# block 1

==> block_1/placement_by_type.png <==
Fill, decap, tap and diode cells in grey.
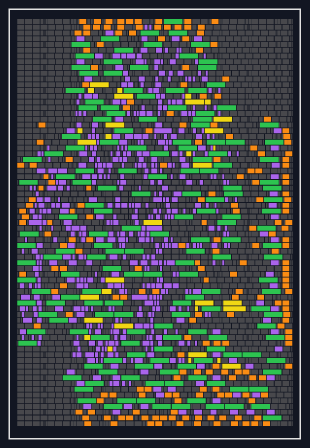

## src/rtl/mips_pkg.sv

```systemverilog
// Shared definitions for the MIPS IF stage: FSM state codes, PC step and the
// NOP word used to blank the IF/ID payload.
package mips_pkg;

  localparam logic [1:0] S_IDLE  = 2'd0;
  localparam logic [1:0] S_REQ   = 2'd1;
  localparam logic [1:0] S_DRAIN = 2'd2;

  localparam logic [31:0] PC_STEP   = 32'd4;
  localparam logic [31:0] INSTR_NOP = 32'h0000_0000;

  // Payload handed to the IF/ID register.
  typedef struct packed {
    logic [31:0] pc;
    logic [31:0] npc;
    logic [31:0] instr;
  } if_slot_t;

  // Sequential PC; wraps mod 2^32 with no alignment check.
  function automatic logic [31:0] pc_next(input logic [31:0] pc);
    return pc + PC_STEP;
  endfunction

endpackage

```

## src/rtl/fetch_sequencer_if.sv

```systemverilog
// Handshake bundle between the fetch sequencer, the hazard/branch logic,
// instruction memory and the IF/ID register.
interface fetch_sequencer_if;

  logic        stall;
  logic        pcsrc;
  logic [31:0] branch_target;

  logic        imem_req;
  logic [31:0] imem_addr;
  logic        imem_ready;
  logic [31:0] imem_rdata;

  logic        if_valid;
  logic [31:0] if_pc;
  logic [31:0] if_npc;
  logic [31:0] if_instr;
  logic        flush_ifid;
  logic        fetch_err;

  // master: the fetch sequencer itself
  modport master (
    input  stall, pcsrc, branch_target, imem_ready, imem_rdata,
    output imem_req, imem_addr, if_valid, if_pc, if_npc, if_instr,
           flush_ifid, fetch_err
  );

  // slave: the surrounding pipeline and instruction memory
  modport slave (
    output stall, pcsrc, branch_target, imem_ready, imem_rdata,
    input  imem_req, imem_addr, if_valid, if_pc, if_npc, if_instr,
           flush_ifid, fetch_err
  );

endinterface

```

## src/rtl/fetch_wait_timer.sv

```systemverilog
// Counts consecutive cycles an imem request waits for ready and raises a
// sticky fetch_err once the wait reaches MAX_WAIT cycles.
module fetch_wait_timer #(
  parameter int unsigned MAX_WAIT = 15
) (
  input  logic clk,
  input  logic rst,
  input  logic waiting,
  input  logic restart,
  output logic fetch_err
);

  localparam logic [7:0] LIMIT = 8'(MAX_WAIT);

  logic [7:0] wait_cnt;

  always_ff @(posedge clk or posedge rst) begin
    if (rst) begin
      wait_cnt  <= '0;
      fetch_err <= 1'b0;
    end else if (restart || !waiting) begin
      wait_cnt <= '0;
    end else begin
      if (wait_cnt != LIMIT) wait_cnt <= wait_cnt + 8'd1;
      // This waiting cycle brings the count to LIMIT; the request stays up.
      if (wait_cnt >= LIMIT - 8'd1) fetch_err <= 1'b1;
    end
  end

endmodule

```

## src/rtl/fetch_sequencer.sv

```systemverilog
// IF-stage sequencer: PC register, imem request FSM, branch redirects, stalls
// and IF/ID flush. Optional perf counters are enabled by FETCH_PERF_EN.
module fetch_sequencer
  import mips_pkg::*;
#(
  parameter logic [31:0] RESET_PC = 32'h0000_0000,
  parameter int unsigned MAX_WAIT = 15
) (
  input  logic              clk,
  input  logic              rst,
  fetch_sequencer_if.master bus
`ifdef FETCH_PERF_EN
  ,
  output logic [31:0]       perf_fetch,
  output logic [31:0]       perf_bubble
`endif
);

  logic [1:0]  state;
  logic [31:0] pc;
  logic [31:0] pend_tgt;
  if_slot_t    slot;
  logic        if_valid;
  logic        flush_ifid;

  logic        req;
  logic        xfer;
  logic        waiting;
  logic        drain_enter;

  // NOTE: every always_comb output gets a default first so no path leaves it
  // unassigned, which would otherwise infer a latch.
  always_comb begin
    req = 1'b0;
    case (state)
      S_REQ:   req = !(if_valid && bus.stall);
      S_DRAIN: req = 1'b1;
      default: req = 1'b0;
    endcase
  end

  assign xfer        = req & bus.imem_ready;
  assign waiting     = req & ~bus.imem_ready;
  // A redirect while the address is on the bus unacknowledged must not move it.
  assign drain_enter = (state == S_REQ) & bus.pcsrc & waiting;

  assign bus.imem_req   = req;
  assign bus.imem_addr  = pc;
  assign bus.if_valid   = if_valid;
  assign bus.if_pc      = slot.pc;
  assign bus.if_npc     = slot.npc;
  assign bus.if_instr   = slot.instr;
  assign bus.flush_ifid = flush_ifid;

  // NOTE: sequential state uses non-blocking assignments so every register
  // samples pre-edge values regardless of statement order.
  always_ff @(posedge clk or posedge rst) begin
    if (rst) begin
      state      <= S_IDLE;
      pc         <= RESET_PC;
      pend_tgt   <= '0;
      if_valid   <= 1'b0;
      slot       <= '{pc: 32'h0, npc: 32'h0, instr: INSTR_NOP};
      flush_ifid <= 1'b0;
    end else begin
      flush_ifid <= bus.pcsrc;
      case (state)
        S_IDLE: begin
          state <= S_REQ;
          if (bus.pcsrc) pc <= bus.branch_target;
        end
        S_REQ: begin
          if (bus.pcsrc) begin
            if_valid <= 1'b0;
            if (waiting) begin
              pend_tgt <= bus.branch_target;
              state    <= S_DRAIN;
            end else begin
              pc <= bus.branch_target;
            end
          end else if (xfer) begin
            slot     <= '{pc: pc, npc: pc_next(pc), instr: bus.imem_rdata};
            if_valid <= 1'b1;
            pc       <= pc_next(pc);
          end else if (if_valid && !bus.stall) begin
            if_valid <= 1'b0;
          end
        end
        S_DRAIN: begin
          if_valid <= 1'b0;
          if (bus.pcsrc) pend_tgt <= bus.branch_target;
          // Response to the abandoned address is dropped; the latest redirect wins.
          if (xfer) begin
            pc    <= bus.pcsrc ? bus.branch_target : pend_tgt;
            state <= S_REQ;
          end
        end
        default: state <= S_IDLE;
      endcase
    end
  end

  fetch_wait_timer #(
    .MAX_WAIT (MAX_WAIT)
  ) u_wait_timer (
    .clk       (clk),
    .rst       (rst),
    .waiting   (waiting),
    .restart   (drain_enter),
    .fetch_err (bus.fetch_err)
  );

`ifdef FETCH_PERF_EN
  always_ff @(posedge clk or posedge rst) begin
    if (rst) begin
      perf_fetch  <= '0;
      perf_bubble <= '0;
    end else begin
      if (state == S_REQ && xfer && !bus.pcsrc && perf_fetch != '1)
        perf_fetch <= perf_fetch + 32'd1;
      if (state != S_IDLE && !if_valid && perf_bubble != '1)
        perf_bubble <= perf_bubble + 32'd1;
    end
  end
`else
  // Performance counters are not built in this configuration.
`endif

endmodule
```

## src/flat_wrapper.sv

```systemverilog
// flat-port wrapper written by rule: the top's interface ports become plain ports
module fetch_sequencer_flat import mips_pkg::*;
#(
  parameter logic [31:0] RESET_PC = 32'h0000_0000,
  parameter int unsigned MAX_WAIT = 15
)
  (clk, rst, bus_stall, bus_pcsrc, bus_branch_target, bus_imem_ready, bus_imem_rdata, bus_imem_req, bus_imem_addr, bus_if_valid, bus_if_pc, bus_if_npc, bus_if_instr, bus_flush_ifid, bus_fetch_err);
  fetch_sequencer_if bus_i ();
  input  logic clk;
  input  logic rst;
  input wire logic [$bits(bus_i.stall)-1:0] bus_stall;
  input wire logic [$bits(bus_i.pcsrc)-1:0] bus_pcsrc;
  input wire logic [$bits(bus_i.branch_target)-1:0] bus_branch_target;
  input wire logic [$bits(bus_i.imem_ready)-1:0] bus_imem_ready;
  input wire logic [$bits(bus_i.imem_rdata)-1:0] bus_imem_rdata;
  output wire logic [$bits(bus_i.imem_req)-1:0] bus_imem_req;
  output wire logic [$bits(bus_i.imem_addr)-1:0] bus_imem_addr;
  output wire logic [$bits(bus_i.if_valid)-1:0] bus_if_valid;
  output wire logic [$bits(bus_i.if_pc)-1:0] bus_if_pc;
  output wire logic [$bits(bus_i.if_npc)-1:0] bus_if_npc;
  output wire logic [$bits(bus_i.if_instr)-1:0] bus_if_instr;
  output wire logic [$bits(bus_i.flush_ifid)-1:0] bus_flush_ifid;
  output wire logic [$bits(bus_i.fetch_err)-1:0] bus_fetch_err;
  assign bus_i.stall = bus_stall;
  assign bus_i.pcsrc = bus_pcsrc;
  assign bus_i.branch_target = bus_branch_target;
  assign bus_i.imem_ready = bus_imem_ready;
  assign bus_i.imem_rdata = bus_imem_rdata;
  assign bus_imem_req = bus_i.imem_req;
  assign bus_imem_addr = bus_i.imem_addr;
  assign bus_if_valid = bus_i.if_valid;
  assign bus_if_pc = bus_i.if_pc;
  assign bus_if_npc = bus_i.if_npc;
  assign bus_if_instr = bus_i.if_instr;
  assign bus_flush_ifid = bus_i.flush_ifid;
  assign bus_fetch_err = bus_i.fetch_err;
  fetch_sequencer #(.RESET_PC(RESET_PC), .MAX_WAIT(MAX_WAIT)) u_core (.clk(clk), .rst(rst), .bus(bus_i));
endmodule
```

## config.mk

```make
export PLATFORM = sky130hd
export DESIGN_NAME = fetch_sequencer_flat
export DESIGN_NICKNAME = d
export VERILOG_FILES = /design/src/rtl/mips_pkg.sv /design/src/rtl/fetch_sequencer_if.sv /design/src/rtl/fetch_wait_timer.sv /design/src/rtl/fetch_sequencer.sv /design/src/flat_wrapper.sv
export SDC_FILE = /design/constraint.sdc
export NUM_CORES = 1
export LEC_CHECK = 0
export CORE_ASPECT_RATIO = 1.5
export CORE_MARGIN = 3
export CORE_UTILIZATION = 32
export CTS_CLUSTER_SIZE = 28
export DETAILED_ROUTE_END_ITERATION = 10
export GPL_ROUTABILITY_DRIVEN = 0
export PLACE_DENSITY = 0.57
export SYNTH_ARGS = -nofsm -noshare
export SYNTH_HDL_FRONTEND = slang
export SYNTH_SLANG_ARGS = --single-unit
```

## constraint.sdc

```tcl
create_clock -name clk -period 17.3 [get_ports clk]
set_input_delay 3.46 -clock clk [delete_from_list [all_inputs] [get_ports clk]]
set_output_delay 3.46 -clock clk [all_outputs]
set_load 0.02 [all_outputs]
```

# block 2

==> src/rtl/cut_bist_sequencer.sv <==
// BIST sequencer: resets one CUT, applies LFSR vectors, compacts its output into a MISR
// and registers a pass/fail verdict against a golden signature.
module cut_bist_sequencer #(
    parameter int         PAT_COUNT = 64,
    parameter int         LATENCY   = 4,
    parameter int         INIT_CYC  = 2,
    parameter logic [7:0] SEED      = 8'h01
) (
    input  logic        I1294_clk,
    input  logic        I1301_rst,
    input  logic        start,
    input  logic        abort,
    input  logic [15:0] golden_sig,
    input  logic        cut_out,
    output logic [4:0]  cut_in,
    output logic        cut_rst_n,
    output logic        busy,
    output logic        done,
    output logic        pass,
    output logic [15:0] signature
);
    localparam logic [7:0]  SEED_EFF  = (SEED == 8'h00) ? 8'h01 : SEED;
    localparam logic [15:0] INIT_LAST = 16'(INIT_CYC - 1);
    localparam logic [15:0] PAT_LAST  = 16'(PAT_COUNT - 1);
    localparam logic [15:0] LAT_LAST  = 16'(LATENCY - 1);
    localparam logic [16:0] PAT_W     = 17'(PAT_COUNT);
    localparam logic [16:0] LAT_W     = 17'(LATENCY);

    typedef enum logic [2:0] {
        S_IDLE,
        S_INIT,
        S_APPLY,
        S_FLUSH,
        S_DONE
    } state_t;

    state_t      state, state_next;
    logic [15:0] phase;
    logic [7:0]  lfsr, lfsr_next;
    logic [15:0] misr_next;
    logic        capture;

    always_ff @(posedge I1294_clk or negedge I1301_rst) begin
        if (!I1301_rst) begin
            state <= S_IDLE;
        end else begin
            state <= state_next;
        end
    end

    // Capture cycles are counted from the first APPLY cycle and are offset by the CUT latency
    always_comb begin
        state_next = state;
        capture    = 1'b0;
        lfsr_next  = {lfsr[6:0], lfsr[7] ^ lfsr[5] ^ lfsr[4] ^ lfsr[3]};
        misr_next  = {signature[14:0], 1'b0} ^ (signature[15] ? 16'h1021 : 16'h0000)
                     ^ {15'b0, cut_out};
        case (state)
            S_IDLE: begin
                if (start) state_next = S_INIT;
            end
            S_INIT: begin
                if (abort)                   state_next = S_IDLE;
                else if (phase == INIT_LAST) state_next = S_APPLY;
            end
            S_APPLY: begin
                capture = !abort && (({1'b0, phase} + 17'd1) > LAT_W);
                if (abort)                  state_next = S_IDLE;
                else if (phase == PAT_LAST) state_next = (LATENCY == 0) ? S_DONE : S_FLUSH;
            end
            S_FLUSH: begin
                capture = !abort && (({1'b0, phase} + PAT_W + 17'd1) > LAT_W);
                if (abort)                  state_next = S_IDLE;
                else if (phase == LAT_LAST) state_next = S_DONE;
            end
            S_DONE: begin
                if (start) state_next = S_INIT;
            end
            default: state_next = S_IDLE;
        endcase
    end

    always_ff @(posedge I1294_clk or negedge I1301_rst) begin
        if (!I1301_rst) begin
            phase     <= 16'd0;
            lfsr      <= SEED_EFF;
            cut_in    <= 5'd0;
            cut_rst_n <= 1'b0;
            busy      <= 1'b0;
            done      <= 1'b0;
            pass      <= 1'b0;
            signature <= 16'd0;
        end else begin
            if (state_next != state) phase <= 16'd0;
            else if (busy)           phase <= phase + 16'd1;

            if (state_next == S_INIT && state != S_INIT) begin
                lfsr      <= SEED_EFF;
                signature <= 16'd0;
                pass      <= 1'b0;
            end else begin
                if (state == S_APPLY && !abort) lfsr <= lfsr_next;
                if (capture) signature <= misr_next;
                if (state_next == S_DONE && state != S_DONE) pass <= (misr_next == golden_sig);
            end

            // The register shows the vector for the coming cycle, so later vectors come from lfsr_next
            if (state_next == S_APPLY) cut_in <= (state == S_APPLY) ? lfsr_next[4:0] : lfsr[4:0];
            else                       cut_in <= 5'd0;

            cut_rst_n <= (state_next != S_INIT);
            busy      <= (state_next == S_INIT) || (state_next == S_APPLY) || (state_next == S_FLUSH);
            done      <= (state_next == S_DONE);
        end
    end
endmodule

==> config.mk <==
export PLATFORM = sky130hd
export DESIGN_NAME = cut_bist_sequencer
export DESIGN_NICKNAME = d
export VERILOG_FILES = /design/src/rtl/cut_bist_sequencer.sv
export SDC_FILE = /design/constraint.sdc
export NUM_CORES = 1
export LEC_CHECK = 0
export CAP_MARGIN = 20
export CORE_MARGIN = 4
export CORE_UTILIZATION = 51
export CTS_BUF_LIST = sky130_fd_sc_hd__clkbuf_8
export CTS_CLUSTER_SIZE = 30
export DETAILED_ROUTE_END_ITERATION = 7
export PLACE_DENSITY = 0.79
export SLEW_MARGIN = 40
export SYNTH_ARGS = -nofsm -noshare
export SYNTH_HDL_FRONTEND = slang
export SYNTH_SLANG_ARGS = --single-unit
==> constraint.sdc <==
create_clock -name I1294_clk -period 2.61 [get_ports I1294_clk]
set_input_delay 0.522 -clock I1294_clk [delete_from_list [all_inputs] [get_ports I1294_clk]]
set_output_delay 0.522 -clock I1294_clk [all_outputs]
set_load 0.02 [all_outputs]
# block 3

### src/rtl/dmem_arbiter_if.sv
// Bus bundle between the two requesters, the data-memory arbiter and the
// single-port data memory.
interface dmem_arbiter_if #(
  parameter int BEATS_W = 2
);
  logic               m0_req,    m1_req;
  logic               m0_we,     m1_we;
  logic [31:0]        m0_addr,   m1_addr;
  logic [BEATS_W-1:0] m0_len,    m1_len;
  logic [31:0]        m0_wdata,  m1_wdata;
  logic               m0_gnt,    m1_gnt;
  logic               m0_ack,    m1_ack;
  logic               m0_rvalid, m1_rvalid;
  logic               m0_done,   m1_done;
  logic [31:0]        rdata;
  logic               mem_we;
  logic [31:0]        mem_addr;
  logic [31:0]        mem_wd;
  logic [31:0]        mem_rd;

  // Requester/memory view: drives requests and memory read data.
  modport master (
    output m0_req, m1_req, m0_we, m1_we, m0_addr, m1_addr,
           m0_len, m1_len, m0_wdata, m1_wdata, mem_rd,
    input  m0_gnt, m1_gnt, m0_ack, m1_ack, m0_rvalid, m1_rvalid,
           m0_done, m1_done, rdata, mem_we, mem_addr, mem_wd
  );

  // Arbiter view.
  modport slave (
    input  m0_req, m1_req, m0_we, m1_we, m0_addr, m1_addr,
           m0_len, m1_len, m0_wdata, m1_wdata, mem_rd,
    output m0_gnt, m1_gnt, m0_ack, m1_ack, m0_rvalid, m1_rvalid,
           m0_done, m1_done, rdata, mem_we, mem_addr, mem_wd
  );
endinterface

### src/rtl/dmem_arbiter.sv
// Two-master round-robin burst arbiter for the single-port data memory.
// Grants one burst of 1..4 consecutive words at a time and sequences it.
module dmem_arbiter #(
  parameter int BEATS_W = 2
) (
  input  logic          clk,
  input  logic          rst,
  dmem_arbiter_if.slave bus
);

  typedef enum logic {
    IDLE  = 1'b0,
    BURST = 1'b1
  } state_e;

  state_e             state_q,      state_d;
  logic               last_owner_q, last_owner_d;
  logic               owner_q,      owner_d;
  logic               we_q,         we_d;
  logic [31:0]        addr_q,       addr_d;
  logic [BEATS_W-1:0] len_q,        len_d;
  logic [BEATS_W-1:0] beat_cnt_q,   beat_cnt_d;
  logic [1:0]         rvalid_q,     rvalid_d;
  logic [1:0]         done_q,       done_d;
  logic [31:0]        rdata_q,      rdata_d;

  logic        winner;
  logic        in_burst;
  logic [31:0] beat_offset;

  // On a tie the master that did not own the previous burst wins.
  assign winner      = (bus.m0_req && bus.m1_req) ? ~last_owner_q : bus.m1_req;
  assign in_burst    = (state_q == BURST);
  assign beat_offset = {{(30-BEATS_W){1'b0}}, beat_cnt_q, 2'b00};

  // NOTE: every signal written here gets a default first, so no path leaves
  // one unassigned and no latch is inferred.
  always_comb begin
    state_d      = state_q;
    last_owner_d = last_owner_q;
    owner_d      = owner_q;
    we_d         = we_q;
    addr_d       = addr_q;
    len_d        = len_q;
    beat_cnt_d   = beat_cnt_q;
    rvalid_d     = 2'b00;
    done_d       = 2'b00;
    rdata_d      = rdata_q;

    unique case (state_q)
      IDLE: begin
        if (bus.m0_req || bus.m1_req) begin
          state_d      = BURST;
          owner_d      = winner;
          last_owner_d = winner;
          we_d         = winner ? bus.m1_we   : bus.m0_we;
          addr_d       = winner ? bus.m1_addr : bus.m0_addr;
          len_d        = winner ? bus.m1_len  : bus.m0_len;
          beat_cnt_d   = '0;
        end
      end
      BURST: begin
        if (!we_q) begin
          rdata_d           = bus.mem_rd;
          rvalid_d[owner_q] = 1'b1;
        end
        if (beat_cnt_q == len_q) begin
          state_d         = IDLE;
          done_d[owner_q] = 1'b1;
        end else begin
          beat_cnt_d = beat_cnt_q + 1'b1;
        end
      end
      default: state_d = IDLE;
    endcase
  end

  // NOTE: sequential state uses non-blocking assignments only, so every flop
  // samples its pre-edge inputs regardless of statement order.
  always_ff @(posedge clk) begin
    if (rst) begin
      state_q      <= IDLE;
      last_owner_q <= 1'b1;
      owner_q      <= 1'b0;
      we_q         <= 1'b0;
      addr_q       <= '0;
      len_q        <= '0;
      beat_cnt_q   <= '0;
      rvalid_q     <= 2'b00;
      done_q       <= 2'b00;
      rdata_q      <= '0;
    end else begin
      state_q      <= state_d;
      last_owner_q <= last_owner_d;
      owner_q      <= owner_d;
      we_q         <= we_d;
      addr_q       <= addr_d;
      len_q        <= len_d;
      beat_cnt_q   <= beat_cnt_d;
      rvalid_q     <= rvalid_d;
      done_q       <= done_d;
      rdata_q      <= rdata_d;
    end
  end

  // Memory side is forced to zero outside a burst so no stray write can occur.
  assign bus.mem_we   = in_burst && we_q;
  assign bus.mem_addr = in_burst ? (addr_q + beat_offset) : 32'h0;
  assign bus.mem_wd   = !in_burst ? 32'h0 : (owner_q ? bus.m1_wdata : bus.m0_wdata);

  assign bus.m0_gnt    = in_burst && !owner_q;
  assign bus.m1_gnt    = in_burst &&  owner_q;
  assign bus.m0_ack    = bus.m0_gnt;
  assign bus.m1_ack    = bus.m1_gnt;
  assign bus.m0_rvalid = rvalid_q[0];
  assign bus.m1_rvalid = rvalid_q[1];
  assign bus.m0_done   = done_q[0];
  assign bus.m1_done   = done_q[1];
  assign bus.rdata     = rdata_q;

endmodule

### src/flat_wrapper.sv
// flat-port wrapper written by rule: the top's interface ports become plain ports
module dmem_arbiter_flat 
#(
  parameter int BEATS_W = 2
)
  (clk, rst, bus_m0_req, bus_m1_req, bus_m0_we, bus_m1_we, bus_m0_addr, bus_m1_addr, bus_m0_len, bus_m1_len, bus_m0_wdata, bus_m1_wdata, bus_mem_rd, bus_m0_gnt, bus_m1_gnt, bus_m0_ack, bus_m1_ack, bus_m0_rvalid, bus_m1_rvalid, bus_m0_done, bus_m1_done, bus_rdata, bus_mem_we, bus_mem_addr, bus_mem_wd);
  dmem_arbiter_if #(.BEATS_W(BEATS_W)) bus_i ();
  input  logic clk;
  input  logic rst;
  input wire logic [$bits(bus_i.m0_req)-1:0] bus_m0_req;
  input wire logic [$bits(bus_i.m1_req)-1:0] bus_m1_req;
  input wire logic [$bits(bus_i.m0_we)-1:0] bus_m0_we;
  input wire logic [$bits(bus_i.m1_we)-1:0] bus_m1_we;
  input wire logic [$bits(bus_i.m0_addr)-1:0] bus_m0_addr;
  input wire logic [$bits(bus_i.m1_addr)-1:0] bus_m1_addr;
  input wire logic [$bits(bus_i.m0_len)-1:0] bus_m0_len;
  input wire logic [$bits(bus_i.m1_len)-1:0] bus_m1_len;
  input wire logic [$bits(bus_i.m0_wdata)-1:0] bus_m0_wdata;
  input wire logic [$bits(bus_i.m1_wdata)-1:0] bus_m1_wdata;
  input wire logic [$bits(bus_i.mem_rd)-1:0] bus_mem_rd;
  output wire logic [$bits(bus_i.m0_gnt)-1:0] bus_m0_gnt;
  output wire logic [$bits(bus_i.m1_gnt)-1:0] bus_m1_gnt;
  output wire logic [$bits(bus_i.m0_ack)-1:0] bus_m0_ack;
  output wire logic [$bits(bus_i.m1_ack)-1:0] bus_m1_ack;
  output wire logic [$bits(bus_i.m0_rvalid)-1:0] bus_m0_rvalid;
  output wire logic [$bits(bus_i.m1_rvalid)-1:0] bus_m1_rvalid;
  output wire logic [$bits(bus_i.m0_done)-1:0] bus_m0_done;
  output wire logic [$bits(bus_i.m1_done)-1:0] bus_m1_done;
  output wire logic [$bits(bus_i.rdata)-1:0] bus_rdata;
  output wire logic [$bits(bus_i.mem_we)-1:0] bus_mem_we;
  output wire logic [$bits(bus_i.mem_addr)-1:0] bus_mem_addr;
  output wire logic [$bits(bus_i.mem_wd)-1:0] bus_mem_wd;
  assign bus_i.m0_req = bus_m0_req;
  assign bus_i.m1_req = bus_m1_req;
  assign bus_i.m0_we = bus_m0_we;
  assign bus_i.m1_we = bus_m1_we;
  assign bus_i.m0_addr = bus_m0_addr;
  assign bus_i.m1_addr = bus_m1_addr;
  assign bus_i.m0_len = bus_m0_len;
  assign bus_i.m1_len = bus_m1_len;
  assign bus_i.m0_wdata = bus_m0_wdata;
  assign bus_i.m1_wdata = bus_m1_wdata;
  assign bus_i.mem_rd = bus_mem_rd;
  assign bus_m0_gnt = bus_i.m0_gnt;
  assign bus_m1_gnt = bus_i.m1_gnt;
  assign bus_m0_ack = bus_i.m0_ack;
  assign bus_m1_ack = bus_i.m1_ack;
  assign bus_m0_rvalid = bus_i.m0_rvalid;
  assign bus_m1_rvalid = bus_i.m1_rvalid;
  assign bus_m0_done = bus_i.m0_done;
  assign bus_m1_done = bus_i.m1_done;
  assign bus_rdata = bus_i.rdata;
  assign bus_mem_we = bus_i.mem_we;
  assign bus_mem_addr = bus_i.mem_addr;
  assign bus_mem_wd = bus_i.mem_wd;
  dmem_arbiter #(.BEATS_W(BEATS_W)) u_core (.clk(clk), .rst(rst), .bus(bus_i));
endmodule
### config.mk
export PLATFORM = sky130hd
export DESIGN_NAME = dmem_arbiter_flat
export DESIGN_NICKNAME = d
export VERILOG_FILES = /design/src/rtl/dmem_arbiter_if.sv /design/src/rtl/dmem_arbiter.sv /design/src/flat_wrapper.sv
export SDC_FILE = /design/constraint.sdc
export NUM_CORES = 1
export LEC_CHECK = 0
export CAP_MARGIN = 25
export CORE_MARGIN = 2
export CORE_UTILIZATION = 33
export DETAILED_ROUTE_END_ITERATION = 6
export GPL_ROUTABILITY_DRIVEN = 0
export GPL_TIMING_DRIVEN = 0
export PLACE_DENSITY = 0.89
export SLEW_MARGIN = 30
export SYNTH_ARGS = -nofsm -noshare
export SYNTH_HDL_FRONTEND = slang
export SYNTH_SLANG_ARGS = --single-unit
### constraint.sdc
create_clock -name clk -period 3.1 [get_ports clk]
set_clock_uncertainty 0.1 [all_clocks]
set_input_delay 0.93 -clock clk [delete_from_list [all_inputs] [get_ports clk]]
set_output_delay 0.93 -clock clk [all_outputs]
set_load 0.02 [all_outputs]
# block 4

**src/rtl/led_spi_out.sv**
```systemverilog
`default_nettype none
// ============================================================================
// Module      : led_spi_out
// Description : Drains one LED colour RAM (ram_512_8 read port) and shifts it
//               out as an APA102-style clock+data frame: 4 x 0x00 start
//               bytes, per LED a {3'b111, brightness} header followed by
//               three colour bytes, then END_BYTES x 0xFF end bytes.
//               Optional macro LED_SPI_OUT_BGR_SWAP_EN emits the three colour
//               bytes of each LED in descending address order.
// Revision    : 1.0 - initial release
// ============================================================================
module led_spi_out #(
    parameter int NUM_LEDS  = 144,
    parameter int END_BYTES = 9,
    parameter int CLK_DIV   = 2
) (
    input  logic        clk_sys,
    input  logic        reset,
    input  logic        send,
    input  logic [15:0] settings,
    output logic [8:0]  raddr,
    input  logic [7:0]  rdata,
    output logic        sck,
    output logic        sdo,
    output logic        busy,
    output logic        done
);

    localparam int c_DIV_W = $clog2(2 * CLK_DIV);
    localparam int c_BC_W  = $clog2(END_BYTES + 4);
    localparam int c_LED_W = $clog2(NUM_LEDS + 1);

    localparam logic [c_DIV_W-1:0] c_DIV_HI   = c_DIV_W'(CLK_DIV - 1);
    localparam logic [c_DIV_W-1:0] c_DIV_LAST = c_DIV_W'(2 * CLK_DIV - 1);
    localparam logic [c_BC_W-1:0]  c_END_LAST = c_BC_W'(END_BYTES - 1);
    localparam logic [c_LED_W-1:0] c_LED_LAST = c_LED_W'(NUM_LEDS - 1);

`ifdef LED_SPI_OUT_BGR_SWAP_EN
    localparam logic [8:0] c_FIRST_ADDR = 9'd2;
`else
    localparam logic [8:0] c_FIRST_ADDR = 9'd0;
`endif

    localparam logic [2:0] c_IDLE    = 3'd0;
    localparam logic [2:0] c_START   = 3'd1;
    localparam logic [2:0] c_LED_HDR = 3'd2;
    localparam logic [2:0] c_LED_COL = 3'd3;
    localparam logic [2:0] c_END     = 3'd4;

    logic [2:0]         r_state;
    logic [2:0]         w_next_state;
    logic [c_DIV_W-1:0] r_div;
    logic [2:0]         r_bit;
    logic [c_BC_W-1:0]  r_byte_cnt;
    logic [c_LED_W-1:0] r_led;
    logic [7:0]         r_shreg;
    logic [8:0]         r_raddr;
    logic [4:0]         r_brt;
    logic               r_busy;
    logic               r_done;
    logic               r_sck;
    logic               r_pending;

    logic               w_go;
    logic               w_bit_end;
    logic               w_byte_end;
    logic               w_last_led;
    logic [7:0]         w_hdr;
    logic [7:0]         w_next_byte;
    logic               w_take_ram;
    logic [8:0]         w_next_raddr;
    logic               w_frame_end;
    logic               w_unused_settings;

    assign w_go       = (r_state == c_IDLE) && (send || r_pending);
    assign w_bit_end  = r_busy && (r_div == c_DIV_LAST);
    assign w_byte_end = w_bit_end && (r_bit == 3'd7);
    assign w_last_led = (r_led == c_LED_LAST);
    assign w_hdr      = {3'b111, r_brt};

    assign w_unused_settings = ^settings[15:5];

    // State register
    always_ff @(posedge clk_sys or posedge reset) begin
        if (reset) begin
            r_state <= c_IDLE;
        end else begin
            r_state <= w_next_state;
        end
    end

    // Next-state logic: states advance only on byte boundaries
    always_comb begin
        w_next_state = r_state;
        case (r_state)
            c_IDLE:    if (w_go) w_next_state = c_START;
            c_START:   if (w_byte_end && r_byte_cnt == c_BC_W'(3)) w_next_state = c_LED_HDR;
            c_LED_HDR: if (w_byte_end) w_next_state = c_LED_COL;
            c_LED_COL: if (w_byte_end && r_byte_cnt == c_BC_W'(2))
                           w_next_state = w_last_led ? c_END : c_LED_HDR;
            c_END:     if (w_byte_end && r_byte_cnt == c_END_LAST) w_next_state = c_IDLE;
            default:   w_next_state = c_IDLE;
        endcase
    end

    // Output logic: which byte is loaded at the coming boundary and the
    // address of the colour byte after the one being consumed from rdata
    always_comb begin
        w_next_byte  = 8'h00;
        w_take_ram   = 1'b0;
        w_frame_end  = 1'b0;
        w_next_raddr = r_raddr;
        case (r_state)
            c_START: begin
                w_next_byte = (r_byte_cnt == c_BC_W'(3)) ? w_hdr : 8'h00;
            end
            c_LED_HDR: begin
                w_next_byte = rdata;
                w_take_ram  = w_byte_end;
            end
            c_LED_COL: begin
                if (r_byte_cnt == c_BC_W'(2)) begin
                    w_next_byte = w_last_led ? 8'hFF : w_hdr;
                end else begin
                    w_next_byte = rdata;
                    w_take_ram  = w_byte_end;
                end
            end
            c_END: begin
                if (r_byte_cnt == c_END_LAST) begin
                    w_frame_end = w_byte_end;
                end else begin
                    w_next_byte = 8'hFF;
                end
            end
            default: w_next_byte = 8'h00;
        endcase
        // Colour byte k of the LED is loaded from HDR (k=0) or COL cnt 0/1 (k=1/2)
        if (r_state == c_LED_COL && r_byte_cnt == c_BC_W'(1)) begin
            // k=2 just consumed: move to the first byte of the next LED
            if (w_last_led) begin
                w_next_raddr = 9'd0;
            end else begin
`ifdef LED_SPI_OUT_BGR_SWAP_EN
                w_next_raddr = r_raddr + 9'd5;
`else
                w_next_raddr = r_raddr + 9'd1;
`endif
            end
        end else begin
`ifdef LED_SPI_OUT_BGR_SWAP_EN
            w_next_raddr = r_raddr - 9'd1;
`else
            w_next_raddr = r_raddr + 9'd1;
`endif
        end
    end

    // Bit timing, shift register, counters and RAM address prefetch
    always_ff @(posedge clk_sys or posedge reset) begin
        if (reset) begin
            r_div      <= '0;
            r_bit      <= 3'd0;
            r_byte_cnt <= '0;
            r_led      <= '0;
            r_shreg    <= 8'h00;
            r_raddr    <= 9'd0;
            r_brt      <= 5'd0;
            r_busy     <= 1'b0;
            r_done     <= 1'b0;
            r_sck      <= 1'b0;
        end else begin
            r_done <= 1'b0;
            if (w_go) begin
                r_busy     <= 1'b1;
                r_brt      <= settings[4:0];
                r_shreg    <= 8'h00;
                r_div      <= '0;
                r_bit      <= 3'd0;
                r_byte_cnt <= '0;
                r_led      <= '0;
                r_raddr    <= c_FIRST_ADDR;
                r_sck      <= 1'b0;
            end else if (r_busy) begin
                if (w_bit_end) begin
                    r_div <= '0;
                    r_sck <= 1'b0;
                    r_bit <= r_bit + 3'd1;
                    if (w_byte_end) begin
                        r_shreg    <= w_next_byte;
                        r_byte_cnt <= (w_next_state != r_state) ? '0 : r_byte_cnt + 1'b1;
                        if (r_state == c_LED_COL && r_byte_cnt == c_BC_W'(2)) begin
                            r_led <= r_led + 1'b1;
                        end
                        if (w_take_ram) begin
                            r_raddr <= w_next_raddr;
                        end
                        if (w_frame_end) begin
                            r_busy <= 1'b0;
                            r_done <= 1'b1;
                        end
                    end else begin
                        r_shreg <= {r_shreg[6:0], 1'b0};
                    end
                end else begin
                    r_div <= r_div + 1'b1;
                    if (r_div == c_DIV_HI) begin
                        r_sck <= 1'b1;
                    end
                end
            end
        end
    end

    // Requests arriving mid-frame collapse into one pending start
    always_ff @(posedge clk_sys or posedge reset) begin
        if (reset) begin
            r_pending <= 1'b0;
        end else if (w_go) begin
            r_pending <= 1'b0;
        end else if (r_busy && send) begin
            r_pending <= 1'b1;
        end
    end

    assign raddr = r_raddr;
    assign sck   = r_sck;
    assign sdo   = r_shreg[7];
    assign busy  = r_busy;
    assign done  = r_done;

endmodule
`default_nettype wire

```
**config.mk**
```make
export PLATFORM = sky130hd
export DESIGN_NAME = led_spi_out
export DESIGN_NICKNAME = d
export VERILOG_FILES = /design/src/rtl/led_spi_out.sv
export SDC_FILE = /design/constraint.sdc
export NUM_CORES = 1
export LEC_CHECK = 0
export CAP_MARGIN = 40
export CORE_ASPECT_RATIO = 2
export CORE_UTILIZATION = 54
export DETAILED_ROUTE_END_ITERATION = 7
export GPL_TIMING_DRIVEN = 0
export HOLD_SLACK_MARGIN = 0.15
export PLACE_DENSITY = 0.81
export SLEW_MARGIN = 20
export SYNTH_ARGS = -nofsm -noshare
export SYNTH_HDL_FRONTEND = slang
export SYNTH_SLANG_ARGS = --single-unit
```
**constraint.sdc**
```tcl
create_clock -name clk_sys -period 2 [get_ports clk_sys]
set_input_delay 0.4 -clock clk_sys [delete_from_list [all_inputs] [get_ports clk_sys]]
set_output_delay 0.4 -clock clk_sys [all_outputs]
set_load 0.01 [all_outputs]
```
==> block_2/placement.png <==
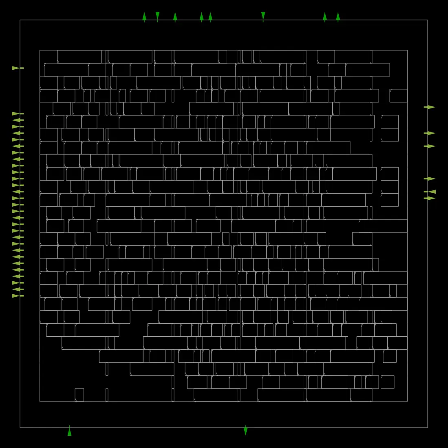
flop count: 52
n_taps: 72
row cnt: 27
FILL cells: 410

==> GITHUB_STEP_SUMMARY, block 2 <==
## PnR job results

| Metric | Value |
|---|---|
| Failing checks | `negative setup slack` |
| Yosys Instances | `between 300 and 400` |
| Flop share of the area | `a little under a third` |
| Status | `finished, violations left` |
| MaxCap Viol Count | `0` |
| Postcts setup bufs | `1` |
| CTS Buf Count | `5` |
| # placed instances | `451` |
| Final setup vio count | `14` |
| Nature of the critical path endpoint | `flop` |
| Final TNS setup | `-416 ps` |
| Pin count of the biggest net entering global routing | `30` |
| Top Registers | `phase: 16 flops, signature: 16 flops, lfsr: 8 flops` |
| Clock network area share | `under 10%` |
| Worst setup margin | `-63.2 ps` |
| Cts repair resizes | `6` |
block 2: layer usage:
metal	wire length (µm)	global-route usage [%]	vias to the layer above	part of all wire, %
li1	-	-	1237	-
met1	3180	26.6	1266	42
met2	3860	33.7	90	51
met3	403	4.95	12	5.3
met4	117	7.05	0	1.5
met5	0	0	-	0
block 2: worst paths after layout:
kind,to,depth (start not counted),slack (ps),start
min in group I1294_clk,lfsr[7],2,530,lfsr[6]
min,phase[9],1,230,I1301_rst
max reg2reg,signature[10],11,-60,phase[0]
max,signature[10],11,-60,phase[0]
max in group asynchronous,phase[10],2,1750,I1301_rst
min reg2reg,lfsr[7],2,530,lfsr[6]
block 2: critical path, stage by stage (launching register included):
cell and delay [ps]:
dfrtp_1 420, buf_6 130, ha_4 180, buf_6 120, nand4b_1 200, nor3_2 160
nor3_2 80, a2111oi_2 410, buf_4 180, a41o_4 240, clkbuf_16 150, mux2_4 290
block 2: logic make-up after synthesis:
| family | after synthesis | share of synthesized area (%) |
|---|---|---|
| buf+inv | 29 | 4.49 |
| mux | 23 | 7.82 |
| flops | 52 | 42.9 |
| xor+xnor | 39 | 11.2 |
| compound gates | 36 | 9.43 |
| simple gates | 130 | 22.9 |
| fa+ha+maj | 3 | 1.24 |
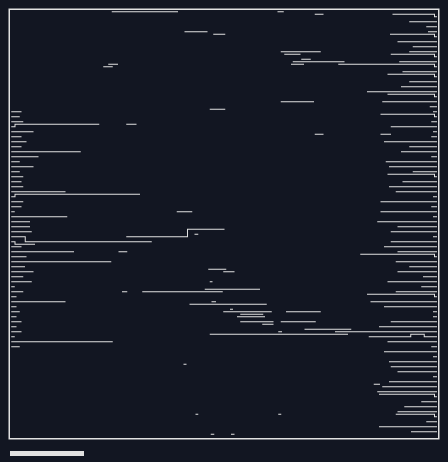
(block_3/layer_met3.png)
Bar = 20 µm.
164 nets have wire on it. The longest straight run is 37.3 µm. The wires run mostly horizontal. The layer holds 8.9% of the routed length.

==> GITHUB_STEP_SUMMARY, block 3 <==
## PnR job results

| Metric | Value |
|---|---|
| WP data arrival | `2550 ps` |
| # DRC | `0` |
| Antenna violations before repair | `1` |
| Worst setup margin | `-477 ps` |
| Clk slew on worst S/H paths | `about 60 ps` |
| DR WL met2 | `8730 µm` |
| Final core occ | `63.5%` |
| Hold endpoint | `u_core.addr_q[1]` |
| N_taps | `172` |
| Worst min-delay path startpoint | `u_core.addr_q[1]` |
| Synthesized area per cell | `7.74 µm²` |
| Status | `finished, violations left` |
| Clk sinks | `76` |
| Worst-Margin Slew | `587 ps` |
| Cts repair resizes | `195` |
| FP Util | `33.5%` |
| Failing checks | `negative setup slack` |
| Final setup vio count | `20` |
| Layout cells sized above 1 | `16.4%` |
| CLK BUF | `11` |
| EDFF count, synth | `0` |
## block 3: metrics by stage
stage	hold slack (ps)	setup WS, ps	std cells	cell area, µm²
finish	347	-477	1017	7920
global route	370	-546	1017	7920
CTS	348	-495	1006	7710
detailed placement	334	-895	985	7250
global placement	326	-910	985	7250
floorplan	317	-8.27	539	4290
## block 3: how the worst max path moves through the flow
| stage | start | endpoint | cells past startpoint |
|---|---|---|---|
| after global placement | u_core.in_burst | bus_m1_gnt | 7 |
| after detailed placement | u_core.in_burst | bus_m1_gnt | 7 |
| after CTS | u_core.beat_cnt_q[0] | bus_mem_addr[30] | 8 |
| after floorplan | u_core.beat_cnt_q[0] | bus_mem_addr[30] | 7 |
| after global routing | u_core.beat_cnt_q[0] | bus_mem_addr[30] | 8 |
| final | u_core.beat_cnt_q[0] | bus_mem_addr[30] | 8 |
## block 3: state kept, by name, summed over array words and instances (netlist names)
signal	flops
u_core.addr_q	32
u_core.beat_cnt_q	2
u_core.bus.rdata	32
u_core.done_q	2
u_core.in_burst	1
u_core.last_owner_q	1
u_core.len_q	2
u_core.owner_q	1
u_core.rvalid_q	2
u_core.we_q	1
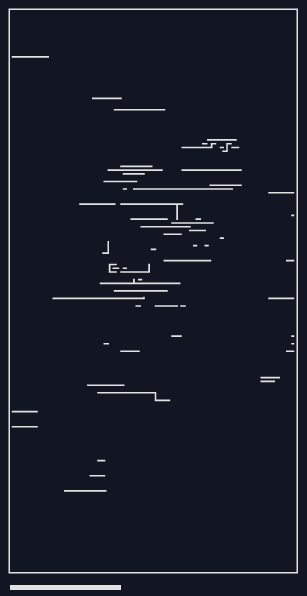
(block_4/layer_met3.png)
Bar = 20 µm.
The longest straight run is 17.7 µm. 42 nets have wire on it. The layer holds 4.1% of the routed length. The wires run mostly horizontal.

==> GITHUB_STEP_SUMMARY, block 4 <==
## PnR job results

| Metric | Value |
|---|---|
| Avg Vias per Cell | `6.34` |
| Synthesized Nets | `328` |
| Register cell area after layout | `1150 µm²` |
| Row cnt | `35` |
| Final setup skew | `14.9 ps` |
| Pin count of the biggest net entering global routing | `26` |
| Commonest Layout Cell | `dfrtp_1` |
| Slew Viols, Final | `0` |
| Status | `completed` |
| Max reg flops | `9` |
| Top logic cells by instance count in the layout | `dfrtp_1, nand2_1, nor2_1, clkdlybuf4s50_1` |
| Worst-Margin Slew | `489 ps` |
| Crit path max fanout | `7` |
| Area fraction in compound gates after synthesis | `around 17%` |
| Synth Warn # | `0` |
| Area leader share | `43.3%` |
| DR pass1 iterations | `4` |
| Net Sw Frac | `37.4%` |
| Place WS | `-154 ps` |
| Largest cell class by area | `multi-input combinational cells` |
| Leakage Power | `~1.4 nW` |
| Layout Area Growth over Synthesis | `25.3%` |
==> block 4: per-layer routing <==
layer,vias up,global-route usage [%],share of wire (%)
li1,1150,-,-
met1,1215,28.7,38
met2,93,51.2,55
met3,28,3.60,4.1
met4,0,16.0,3.6
met5,-,0,0
==> block 4: worst max-delay path, cell delays in order, from the launching register on <==
cell	delay (ps)
dfrtp_1	420
or4b_4	590
nor4_4	270
buf_6	180
nor3b_4	60
buf_4	140
o21ai_0	70
a31oi_1	100
==> block 4: cell families (layout without fill, tap and decap cells) <==
group | Yosys count | after routing
simple gates | 137 | 137
fa+ha+maj | 10 | 10
flops | 46 | 46
xor+xnor | 9 | 9
mux | 3 | 3
buf+inv | 19 | 65
compound gates | 67 | 67
==> block 4: cell usage after synthesis (5+ instances only) <==
master,number
dfrtp_1,46
nand2_1,40
nor2_1,29
o21ai_0,15
nand3_1,12
a21oi_1,11
and3_1,10
ha_1,10
nor3_1,10
inv_1,8
nand4_1,8
buf_2,7
o21ai_1,5
o221ai_1,5
xor2_1,5
==> block 4: per-stage QoR <==
step	hold slack, ps	std cells
floorplan	468	291
global placement	479	374
detailed placement	492	375
CTS	439	388
global route	501	392
finish	422	392
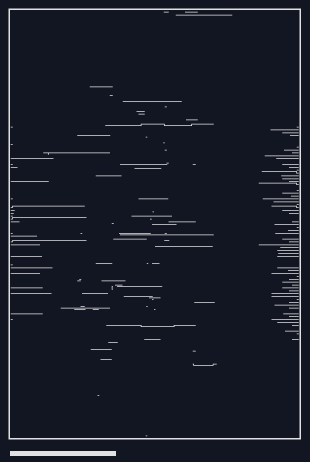
(block_1/layer_met3.png)
Bar = 50 µm.
The longest straight run is 44.2 µm. The layer carries 1330 µm of wire. The layer holds 5.5% of the routed length. The wires run mostly horizontal. 121 nets have wire on it.

## Picture notes: block_1/placement_by_type.png
Purple stands for combinational and other logic, cells 542, share of their area 35%. Orange stands for other buffers and delay cells, cells 208, share of their area 19%. Yellow stands for clock drivers and dummy loads, cells 32, share of their area 5.3%. Green stands for flops, cells 171, share of their area 40%.

==> GITHUB_STEP_SUMMARY, block 1 <==
## PnR job results

| Metric | Value |
|---|---|
| Status | `completed` |
| First-pass GRT wire length | `37900 µm` |
| Mapped Area | `8250 µm²` |
| Nature of the critical path endpoint | `primary output` |
| Core ar. | `~25000 µm²` |
| CTS Buffer Depth | `2` |
| VDD IR max | `99.9 µV` |
| Adders+Majority by Area | `between 1 and 1.5%` |
| 1st-iter DRT viols | `452` |
| Comb area | `3670 µm²` |
| Io pins | `201` |
| CTS tree | `yes` |
| Non-clock buffer share | `about a fifth` |
| DR pass1 iterations | `6` |
| CP peak stage delay | `approximately 630 ps` |
| Layout Area Growth over Synthesis | `34.1%` |
| Cts hold-fix bufs | `0` |
| Late-Pin Clk Latency | `430 ps` |
| End point of the critical path | `bus_imem_req` |
| Rel. slew slack | `34.6%` |
| Delay-heaviest family, CP | `buffers and inverters` |
[block 1: layer usage]
metal | GRT usage, % | wire length [µm] | up-vias
met5 | 0 | 0 | -
met4 | 7.13 | 762 | 0
met3 | 3.64 | 1330 | 37
met2 | 29.7 | 12100 | 193
met1 | 22.0 | 10200 | 3218
li1 | - | - | 3106
[block 1: per-stage QoR]
stage | setup slack (ps) | hold WS (ps) | instance area [µm²]
floorplan | 9210 | 475 | 8250
global placement | 8880 | 461 | 10500
detailed placement | 8860 | 460 | 10500
CTS | 8850 | 480 | 11100
global route | 8770 | 498 | 11100
finish | 8840 | 476 | 11100
[block 1: power breakdown]
part / switching [mW] / internal, mW
registers: 0.152 / 0.577
logic: 0.558 / 0.500
clock network: 0.167 / 0.203
[block 1: cells by family (layout without fill, tap and decap cells)]
kind of cell / Yosys count / after routing
adders and majority gates: 8 / 8
buffers and inverters: 73 / 261
xor gates and xnor gates: 32 / 32
and+or+nand+nor: 220 / 220
muxes: 95 / 95
DFF: 171 / 171
AOI/OAI and AO/OA: 166 / 166
[block 1: worst min-delay path: stages (launching register included)]
cell     delay [ps]
dfrtp_1         340
nand2_1          40
o21ai_0          60

## Gallery

The metal 2 layer.
shot_01.png
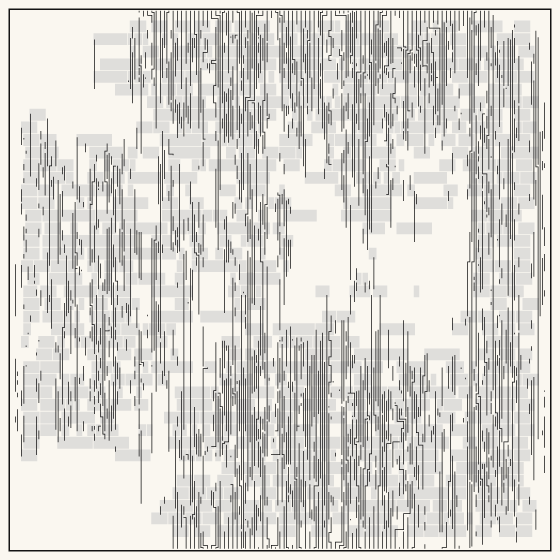
shot_02.png
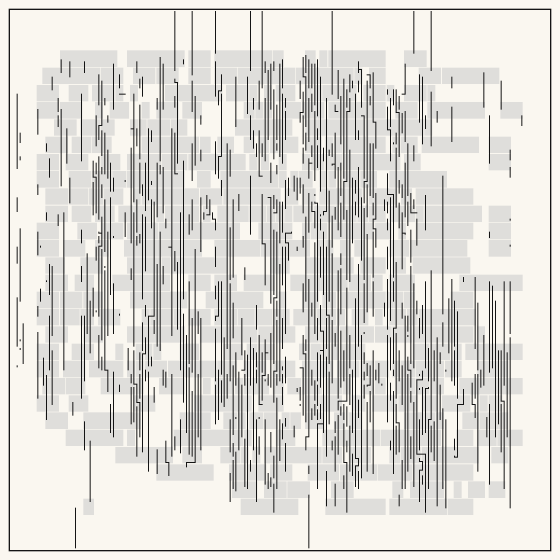
shot_03.png
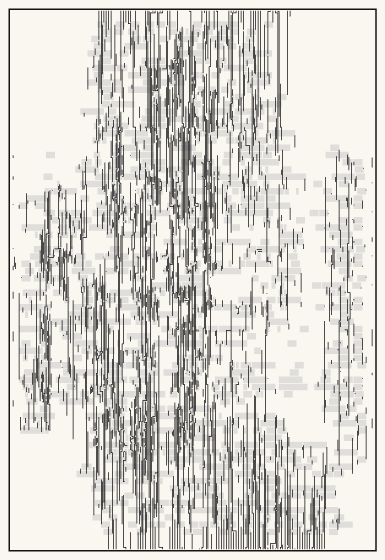
shot_04.png
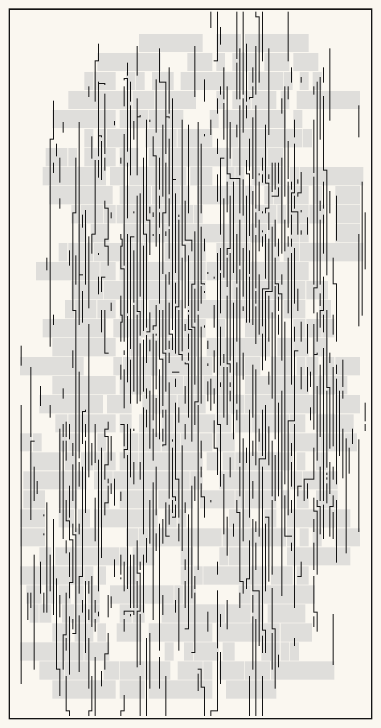
For block 2, see shot_02.png.
For block 1, see shot_03.png.
For block 3, see shot_01.png.
For block 4, see shot_04.png.

Key to shot_04.png:
The wires run mostly vertical. 317 nets have wire on it. The layer holds 55% of the routed length. The longest straight run is 39.8 µm.



==> layout pictures side by side <==
Placed standard cells.
image #1
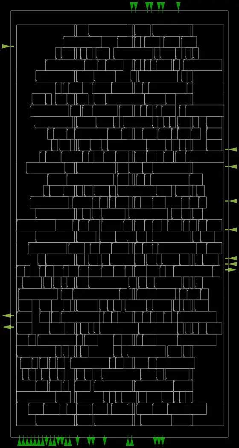
image #2
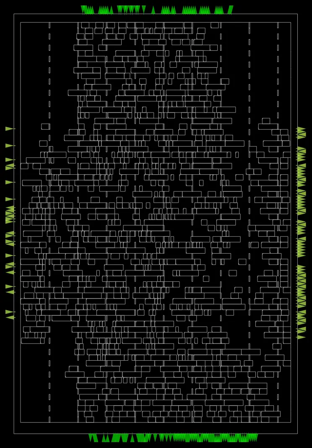
image #3
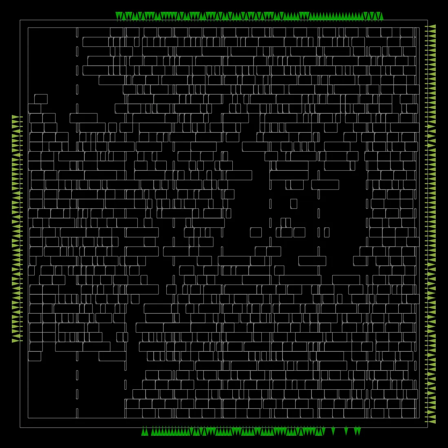
For block 1, see image #2.
For block 4, see image #1.
For block 3, see image #3.


## Gallery

Placed cells, one colour a class.
Fill, decap, tap and diode cells in grey.
Plate I
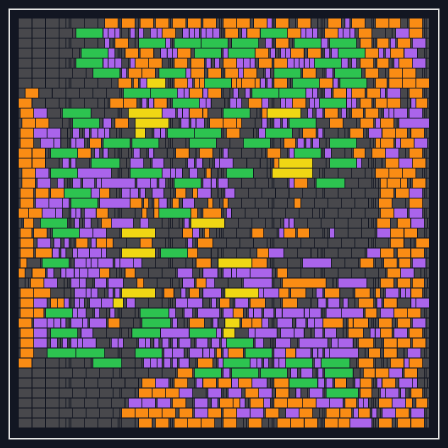
Plate II
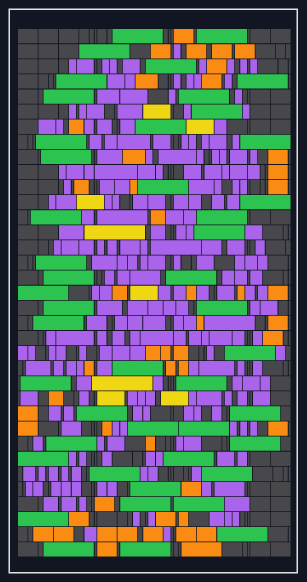
Plate III
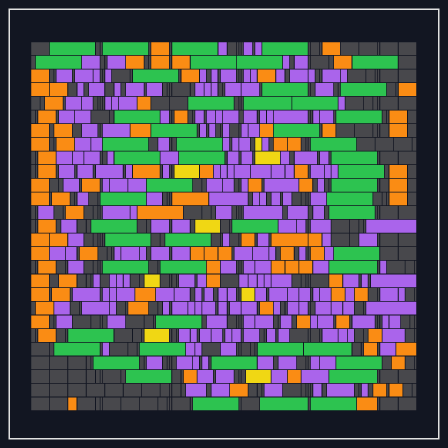
The one with the fewest cells is Plate II.
The one with the most cells is Plate I.
Block 3 is Plate I.
Block 2 is Plate III.
Block 4 is Plate II.

Power figures rest on the tool's default switching activity, not on a simulated workload.
